# ---- psum_drain ----
$ cat src/rtl/psum_drain.sv
// Output deskew + FIFO for the 4x4 systolic array: realigns skewed bottom-edge sums,
// buffers whole vectors and tracks tile completion. Optional ReLU clamp: PSUM_DRAIN_RELU_EN.
module psum_drain #(
    parameter int ACC_WIDTH  = 32,
    parameter int COLS       = 4,
    parameter int FIFO_DEPTH = 4,
    parameter int CNT_WIDTH  = 16
) (
    input  logic                      clk,
    input  logic                      rst_n,
    input  logic                      start,
    input  logic [CNT_WIDTH-1:0]      tile_len,
    input  logic                      in_valid,
    input  logic [ACC_WIDTH*COLS-1:0] psum_in_flat,
    output logic                      out_valid,
    input  logic                      out_ready,
    output logic [ACC_WIDTH*COLS-1:0] out_data_flat,
    output logic                      busy,
    output logic                      tile_done,
    output logic                      overflow
);

    localparam int VEC_W  = ACC_WIDTH * COLS;
    localparam int ADDR_W = $clog2(FIFO_DEPTH);
    localparam int PTR_W  = ADDR_W + 1;

    typedef enum logic [0:0] {
        ST_IDLE = 1'b0,
        ST_RUN  = 1'b1
    } state_t;

    logic [COLS-2:0]  vld_pipe;
    logic             strobe;
    logic [VEC_W-1:0] aligned_vec;

    // The aligned-vector strobe is lane 0's valid, delayed to match the longest data path.
    always_ff @(posedge clk or negedge rst_n) begin
        if (!rst_n) begin
            vld_pipe <= '0;
        end else begin
            vld_pipe[0] <= in_valid;
            for (int i = 1; i < COLS - 1; i++) begin
                vld_pipe[i] <= vld_pipe[i-1];
            end
        end
    end

    assign strobe = vld_pipe[COLS-2];

    for (genvar c = 0; c < COLS; c++) begin : g_lane
        localparam int DEPTH = COLS - 1 - c;
        logic [ACC_WIDTH-1:0] lane_in;
        logic [ACC_WIDTH-1:0] lane_d;

        assign lane_in = psum_in_flat[c*ACC_WIDTH +: ACC_WIDTH];

        if (DEPTH == 0) begin : g_direct
            assign lane_d = lane_in;
        end else begin : g_delay
            logic [ACC_WIDTH-1:0] stage [DEPTH];

            always_ff @(posedge clk or negedge rst_n) begin
                if (!rst_n) begin
                    for (int i = 0; i < DEPTH; i++) begin
                        stage[i] <= '0;
                    end
                end else begin
                    stage[0] <= lane_in;
                    for (int i = 1; i < DEPTH; i++) begin
                        stage[i] <= stage[i-1];
                    end
                end
            end

            assign lane_d = stage[DEPTH-1];
        end

`ifdef PSUM_DRAIN_RELU_EN
        assign aligned_vec[c*ACC_WIDTH +: ACC_WIDTH] = lane_d[ACC_WIDTH-1] ? '0 : lane_d;
`else
        assign aligned_vec[c*ACC_WIDTH +: ACC_WIDTH] = lane_d;
`endif
    end

    logic [VEC_W-1:0] mem [FIFO_DEPTH];
    logic [PTR_W-1:0] wr_ptr;
    logic [PTR_W-1:0] rd_ptr;
    logic             fifo_full;
    logic             fifo_empty;
    logic             pop;
    logic             push_en;
    logic             drop;

    assign fifo_empty = (wr_ptr == rd_ptr);
    assign fifo_full  = (wr_ptr[ADDR_W] != rd_ptr[ADDR_W]) &&
                        (wr_ptr[ADDR_W-1:0] == rd_ptr[ADDR_W-1:0]);
    assign out_valid  = !fifo_empty;
    assign pop        = out_valid && out_ready;
    // A pop frees the head slot in the same cycle, so a full FIFO can still accept.
    assign push_en    = strobe && (!fifo_full || pop);
    assign drop       = strobe && fifo_full && !pop;

    assign out_data_flat = mem[rd_ptr[ADDR_W-1:0]];

    always_ff @(posedge clk or negedge rst_n) begin
        if (!rst_n) begin
            wr_ptr <= '0;
            rd_ptr <= '0;
            for (int i = 0; i < FIFO_DEPTH; i++) begin
                mem[i] <= '0;
            end
        end else begin
            if (push_en) begin
                mem[wr_ptr[ADDR_W-1:0]] <= aligned_vec;
                wr_ptr <= wr_ptr + PTR_W'(1);
            end
            if (pop) begin
                rd_ptr <= rd_ptr + PTR_W'(1);
            end
        end
    end

    state_t               state_q, state_d;
    logic [CNT_WIDTH-1:0] tile_len_q, tile_len_d;
    logic [CNT_WIDTH-1:0] pop_cnt_q, pop_cnt_d;
    logic [CNT_WIDTH-1:0] pop_cnt_inc;
    logic                 zero_done_q, zero_done_d;
    logic                 run_done;
    logic                 tile_start;

    assign pop_cnt_inc = pop_cnt_q + CNT_WIDTH'(1);

    always_ff @(posedge clk or negedge rst_n) begin
        if (!rst_n) begin
            state_q     <= ST_IDLE;
            tile_len_q  <= '0;
            pop_cnt_q   <= '0;
            zero_done_q <= 1'b0;
        end else begin
            state_q     <= state_d;
            tile_len_q  <= tile_len_d;
            pop_cnt_q   <= pop_cnt_d;
            zero_done_q <= zero_done_d;
        end
    end

    always_comb begin
        state_d     = state_q;
        tile_len_d  = tile_len_q;
        pop_cnt_d   = pop_cnt_q;
        zero_done_d = 1'b0;
        run_done    = 1'b0;
        tile_start  = 1'b0;
        case (state_q)
            ST_IDLE: begin
                if (start) begin
                    if (tile_len != '0) begin
                        state_d    = ST_RUN;
                        tile_len_d = tile_len;
                        pop_cnt_d  = '0;
                        tile_start = 1'b1;
                    end else begin
                        zero_done_d = 1'b1;
                    end
                end
            end
            ST_RUN: begin
                if (pop) begin
                    pop_cnt_d = pop_cnt_inc;
                    if (pop_cnt_inc == tile_len_q) begin
                        run_done = 1'b1;
                        state_d  = ST_IDLE;
                    end
                end
            end
            default: state_d = ST_IDLE;
        endcase
    end

    assign busy      = (state_q == ST_RUN);
    assign tile_done = run_done || zero_done_q;

    // A drop in the same cycle as a tile start is still reported.
    always_ff @(posedge clk or negedge rst_n) begin
        if (!rst_n) begin
            overflow <= 1'b0;
        end else if (drop) begin
            overflow <= 1'b1;
        end else if (tile_start) begin
            overflow <= 1'b0;
        end
    end

endmodule
$ cat config.mk
export PLATFORM = sky130hd
export DESIGN_NAME = psum_drain
export DESIGN_NICKNAME = d
export VERILOG_FILES = /design/src/rtl/psum_drain.sv
export SDC_FILE = /design/constraint.sdc
export NUM_CORES = 1
export LEC_CHECK = 0
export CAP_MARGIN = 20
export CORE_MARGIN = 1.5
export CORE_UTILIZATION = 52
export CTS_BUF_LIST = sky130_fd_sc_hd__clkbuf_16
export DETAILED_ROUTE_END_ITERATION = 16
export DONT_BUFFER_PORTS = 1
export PLACE_DENSITY = 0.74
export SYNTH_ARGS = -nofsm -noshare
export SYNTH_HDL_FRONTEND = slang
export SYNTH_SLANG_ARGS = --single-unit
$ cat constraint.sdc
create_clock -name clk -period 3.62 [get_ports clk]
set_input_delay 0.543 -clock clk [delete_from_list [all_inputs] [get_ports clk]]
set_output_delay 0.543 -clock clk [all_outputs]
set_load 0.005 [all_outputs]
# ---- csr_encoder ----
===== src/rtl/csr_encoder.sv =====
// Dense ROWS x COLS matrix to CSR encoder, one element per clock after a start capture edge.
// Latency: done pulses LEN edges after the capture edge; no backpressure, start is ignored while busy.
module csr_encoder #(
  parameter int ROWS        = 3,
  parameter int COLS        = 3,
  parameter int LEN         = ROWS * COLS,
  parameter int DATA_SIZE   = 8,
  parameter int PTR_SIZE    = 4,
  parameter int OFFSET_SIZE = 2
) (
  input  logic                            clk,
  input  logic                            reset,
  input  logic                            start,
  input  logic [LEN*DATA_SIZE-1:0]        Mat_in,
  output logic [(ROWS+1)*PTR_SIZE-1:0]    ptr_out,
  output logic [LEN*OFFSET_SIZE-1:0]      offsets_out,
  output logic [LEN*DATA_SIZE-1:0]        data_out,
  output logic [PTR_SIZE-1:0]             nnz,
  output logic                            busy,
  output logic                            done,
  output logic                            valid
);

  localparam int RW = $clog2(ROWS + 1);
  localparam int EW = (LEN > 1) ? $clog2(LEN) : 1;

  typedef enum logic {IDLE, SCAN} state_t;

  state_t                 state_q;
  logic [DATA_SIZE-1:0]   mat_q  [LEN];
  logic [DATA_SIZE-1:0]   data_q [LEN];
  logic [OFFSET_SIZE-1:0] off_q  [LEN];
  logic [PTR_SIZE-1:0]    ptr_q  [ROWS+1];
  logic [PTR_SIZE-1:0]    nnz_q;
  logic [RW-1:0]          row_q;
  logic [OFFSET_SIZE-1:0] col_q;
  logic                   busy_q;
  logic                   done_q;
  logic                   valid_q;

  logic [EW-1:0]          elem_idx;
  logic [EW-1:0]          wr_idx;
  logic [DATA_SIZE-1:0]   elem;
  logic                   elem_nz;
  logic [PTR_SIZE-1:0]    nnz_d;
  logic                   last_col;
  logic                   last_elem;

  always_comb begin
    elem_idx  = EW'(row_q) * EW'(COLS) + EW'(col_q);
    wr_idx    = EW'(nnz_q);
    elem      = mat_q[elem_idx];
    elem_nz   = |elem;
    nnz_d     = nnz_q + PTR_SIZE'(elem_nz);
    last_col  = (col_q == OFFSET_SIZE'(COLS - 1));
    last_elem = last_col && (row_q == RW'(ROWS - 1));
  end

  always_ff @(posedge clk or negedge reset) begin
    if (!reset) begin
      state_q <= IDLE;
      for (int e = 0; e < LEN; e++) begin
        mat_q[e]  <= '0;
        data_q[e] <= '0;
        off_q[e]  <= '0;
      end
      for (int r = 0; r <= ROWS; r++) ptr_q[r] <= '0;
      nnz_q   <= '0;
      row_q   <= '0;
      col_q   <= '0;
      busy_q  <= 1'b0;
      done_q  <= 1'b0;
      valid_q <= 1'b0;
    end else begin
      done_q <= 1'b0;
      case (state_q)
        IDLE: begin
          if (start) begin
            // Element (0,0) sits at the MSB of Mat_in.
            for (int e = 0; e < LEN; e++) begin
              mat_q[e]  <= Mat_in[(LEN-1-e)*DATA_SIZE +: DATA_SIZE];
              data_q[e] <= '0;
              off_q[e]  <= '0;
            end
            for (int r = 0; r <= ROWS; r++) ptr_q[r] <= '0;
            nnz_q   <= '0;
            row_q   <= '0;
            col_q   <= '0;
            valid_q <= 1'b0;
            busy_q  <= 1'b1;
            state_q <= SCAN;
          end
        end
        SCAN: begin
          if (elem_nz) begin
            data_q[wr_idx] <= elem;
            off_q[wr_idx]  <= col_q;
          end
          nnz_q <= nnz_d;
          if (last_col) begin
            ptr_q[row_q + RW'(1)] <= nnz_d;
            col_q <= '0;
            row_q <= row_q + RW'(1);
          end else begin
            col_q <= col_q + OFFSET_SIZE'(1);
          end
          if (last_elem) begin
            busy_q  <= 1'b0;
            done_q  <= 1'b1;
            valid_q <= 1'b1;
            state_q <= IDLE;
          end
        end
        default: state_q <= IDLE;
      endcase
    end
  end

  genvar k;
  generate
    for (k = 0; k < LEN; k++) begin : g_slot
      assign data_out[(LEN-k)*DATA_SIZE-1 -: DATA_SIZE]       = data_q[k];
      assign offsets_out[(LEN-k)*OFFSET_SIZE-1 -: OFFSET_SIZE] = off_q[k];
    end
    for (k = 0; k <= ROWS; k++) begin : g_ptr
      assign ptr_out[(ROWS+1-k)*PTR_SIZE-1 -: PTR_SIZE] = ptr_q[k];
    end
  endgenerate

  assign nnz   = nnz_q;
  assign busy  = busy_q;
  assign done  = done_q;
  assign valid = valid_q;

endmodule


===== config.mk =====
export PLATFORM = sky130hd
export DESIGN_NAME = csr_encoder
export DESIGN_NICKNAME = d
export VERILOG_FILES = /design/src/rtl/csr_encoder.sv
export SDC_FILE = /design/constraint.sdc
export NUM_CORES = 1
export LEC_CHECK = 0
export CAP_MARGIN = 30
export CORE_UTILIZATION = 45
export CTS_CLUSTER_DIAMETER = 100
export CTS_CLUSTER_SIZE = 14
export DETAILED_ROUTE_END_ITERATION = 7
export PLACE_DENSITY_LB_ADDON = 0.05
export SYNTH_ARGS = -nofsm -noshare
export SYNTH_HDL_FRONTEND = slang
export SYNTH_SLANG_ARGS = --single-unit

===== constraint.sdc =====
create_clock -name clk -period 8.6 [get_ports clk]
set_input_delay 2.15 -clock clk [delete_from_list [all_inputs] [get_ports clk]]
set_output_delay 2.15 -clock clk [all_outputs]
set_load 0.02 [all_outputs]


==> screenshots <==
Clock wires, drivers and flops.
Bar = 50 µm.
panel A
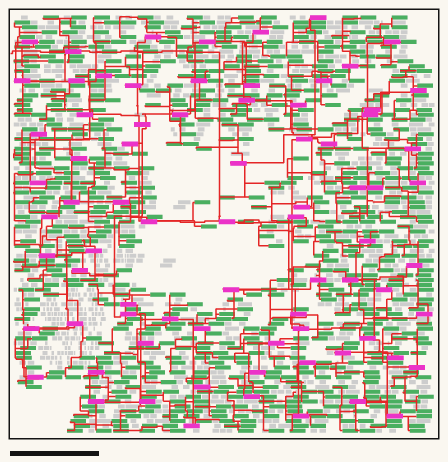
panel B
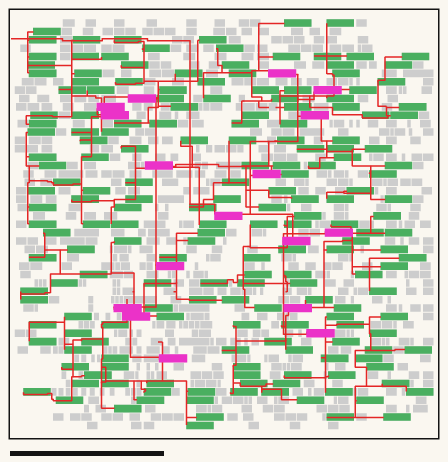
panel A: psum_drain
panel B: csr_encoder

csr_encoder, signal wires by layer:
Bar = 50 µm. Two of the layers only.
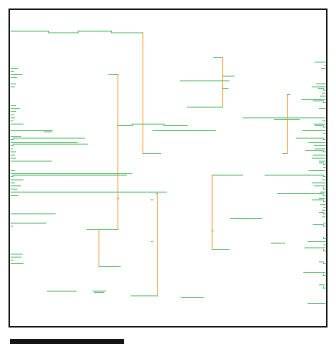
layer	colour	wire length
met4	orange	263 µm
met3	green	1020 µm

==> results.txt, csr_encoder <==
yosys + openroad results -> run status finished with violations, failing checks design-rule violations, RSZ-0062 raised after global routing no, number of synthesized register bits 190, number of remaining DRC errors 16, r2r endpoint ptr_out[10]$_DFFE_PN0P_, Pwr top combinational logic, number of logic gates 420, sequential cell area 4750 µm², register share of total power 29.4%, CP startpoint kind flip-flop, YS chip area 8430 µm², H-tree lvl count 4, Initial Utilization 46.5%, critical path type reg -> reg, placed cells 1045, critical-path cell list fa_1 > ha_1 > fa_1 > and2_1 > a221o_1 > a2bb2oi_2 > and4_1 > nand2_1 > ha_1 > ha_1 > xor2_1 > nand2_1 > o21ai_0, Top Layer Used met4, area fraction in mux cells 24.5%, Final Max Tran Viols 0, Layout area overhead 31.3%, post-CTS setup buffer count 0, Rel. slew slack 40.8%, Slowest-stage cell, CP fa_1, Row Count 49, Crit. End Element flip-flop, Comb power 2.96 mW, Avg Inst Size Synth 12.7 µm², distinct lib cells 39, ANT cells 0, grt total ovfl 0, top logic cell family in the synthesized netlist multiplexers, WHS Path Cells 2, Period Utilization, post-route 55.4%, most frequent cells in the layout 190 x dfrtp_1, 186 x clkdlybuf4s50_1, 120 x nand2_1, CP Data Required Time 8950 ps
[csr_encoder: metrics by stage]
stage	util [%]	instance area [µm²]	hold WS (ps)	setup WS, ps
after floorplan	-	8430	474	4800
after detailed placement	57.7	10500	472	3860
after global routing	61.0	11100	511	3430
after CTS	61.0	11100	485	3800
final	61.0	11100	480	3840
after global placement	57.4	10400	463	4060
[csr_encoder: sequential cells by signal (all words and copies together) (netlist names)]
name / flops
busy: 1
col_q: 2
data_out: 72
done: 1
mat_q: 72
nnz: 4
offsets_out: 18
ptr_out: 16
row_q: 2
state_q: 1
valid: 1
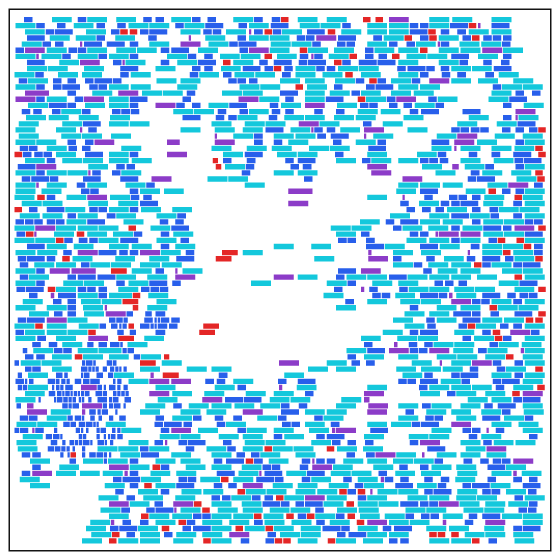
psum_drain: placement by cell class
class	colour	cells	share of their area
clock drivers and dummy loads	purple	134	7.3%
all other logic	blue	828	31%
other buffers and delay cells	red	112	3.7%
flip-flops	cyan	748	58%
post-layout util: 60.1%
core area: 55200 µm²
fraction of area in registers: 56.5%

==> results.txt, psum_drain <==
yosys + openroad results -> DRT Pass-1 Iters 4, clk ins delay skew pair 610 ps, run status finished with violations, Logic cell area 9930 µm², Period Utilization, post-route 93.7%, hold_ws -368 ps, Final Hold Fails 748, Final Max Tran Viols 37, clock root buffer clkbuf_16, Psw 8.89 mW, failing checks negative hold slack, max-slew violations, most frequent cells in the layout 746 x dfrtp_1, 442 x mux2_1, 128 x mux4_2, Resized cells post-CTS 0, Cell Int Power 20.8 mW, Post-Syn Instances 1672, Row Count 86
-- psum_drain: flip-flops by register name (all words and copies together) (netlist names) --
signal	cells
rd_ptr	3
vld_pipe	3
busy	1
tile_len_q	16
mem	512
pop_cnt_q	16
g_lane.lane_d	64
wr_ptr	3
overflow	1
g_lane.g_delay.stage	128
zero_done_q	1
-- psum_drain: cell families after synthesis --
| kind of cell | share of synthesized area (%) |
|---|---|
| fa+ha+maj | 0.258 |
| mux | 30.3 |
| buf+inv | 1.63 |
| simple gates | 1.37 |
| compound gates | 1.24 |
| flops | 64.3 |
| xor+xnor | 0.813 |


==> gallery <==
PDN straps and rails.
Bar = 50 µm. Pins as bars on the die edge. Tap cells in grey.
image #1
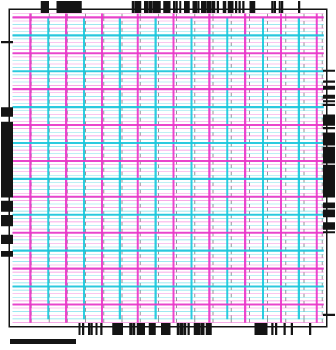
image #2
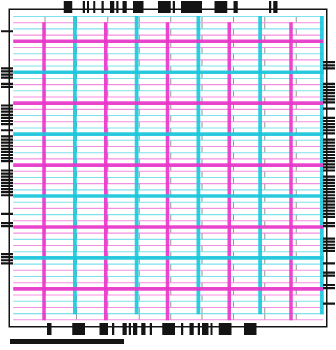
- most pins: image #1
- largest die: image #1
psum_drain: image #1
csr_encoder: image #2

Key to image #1:
net	colour
VDD	cyan
VSS	magenta
signal pins	281
met5 straps	17
met4 straps	17

No activity file was given, so power comes from the tool's default toggle rates.
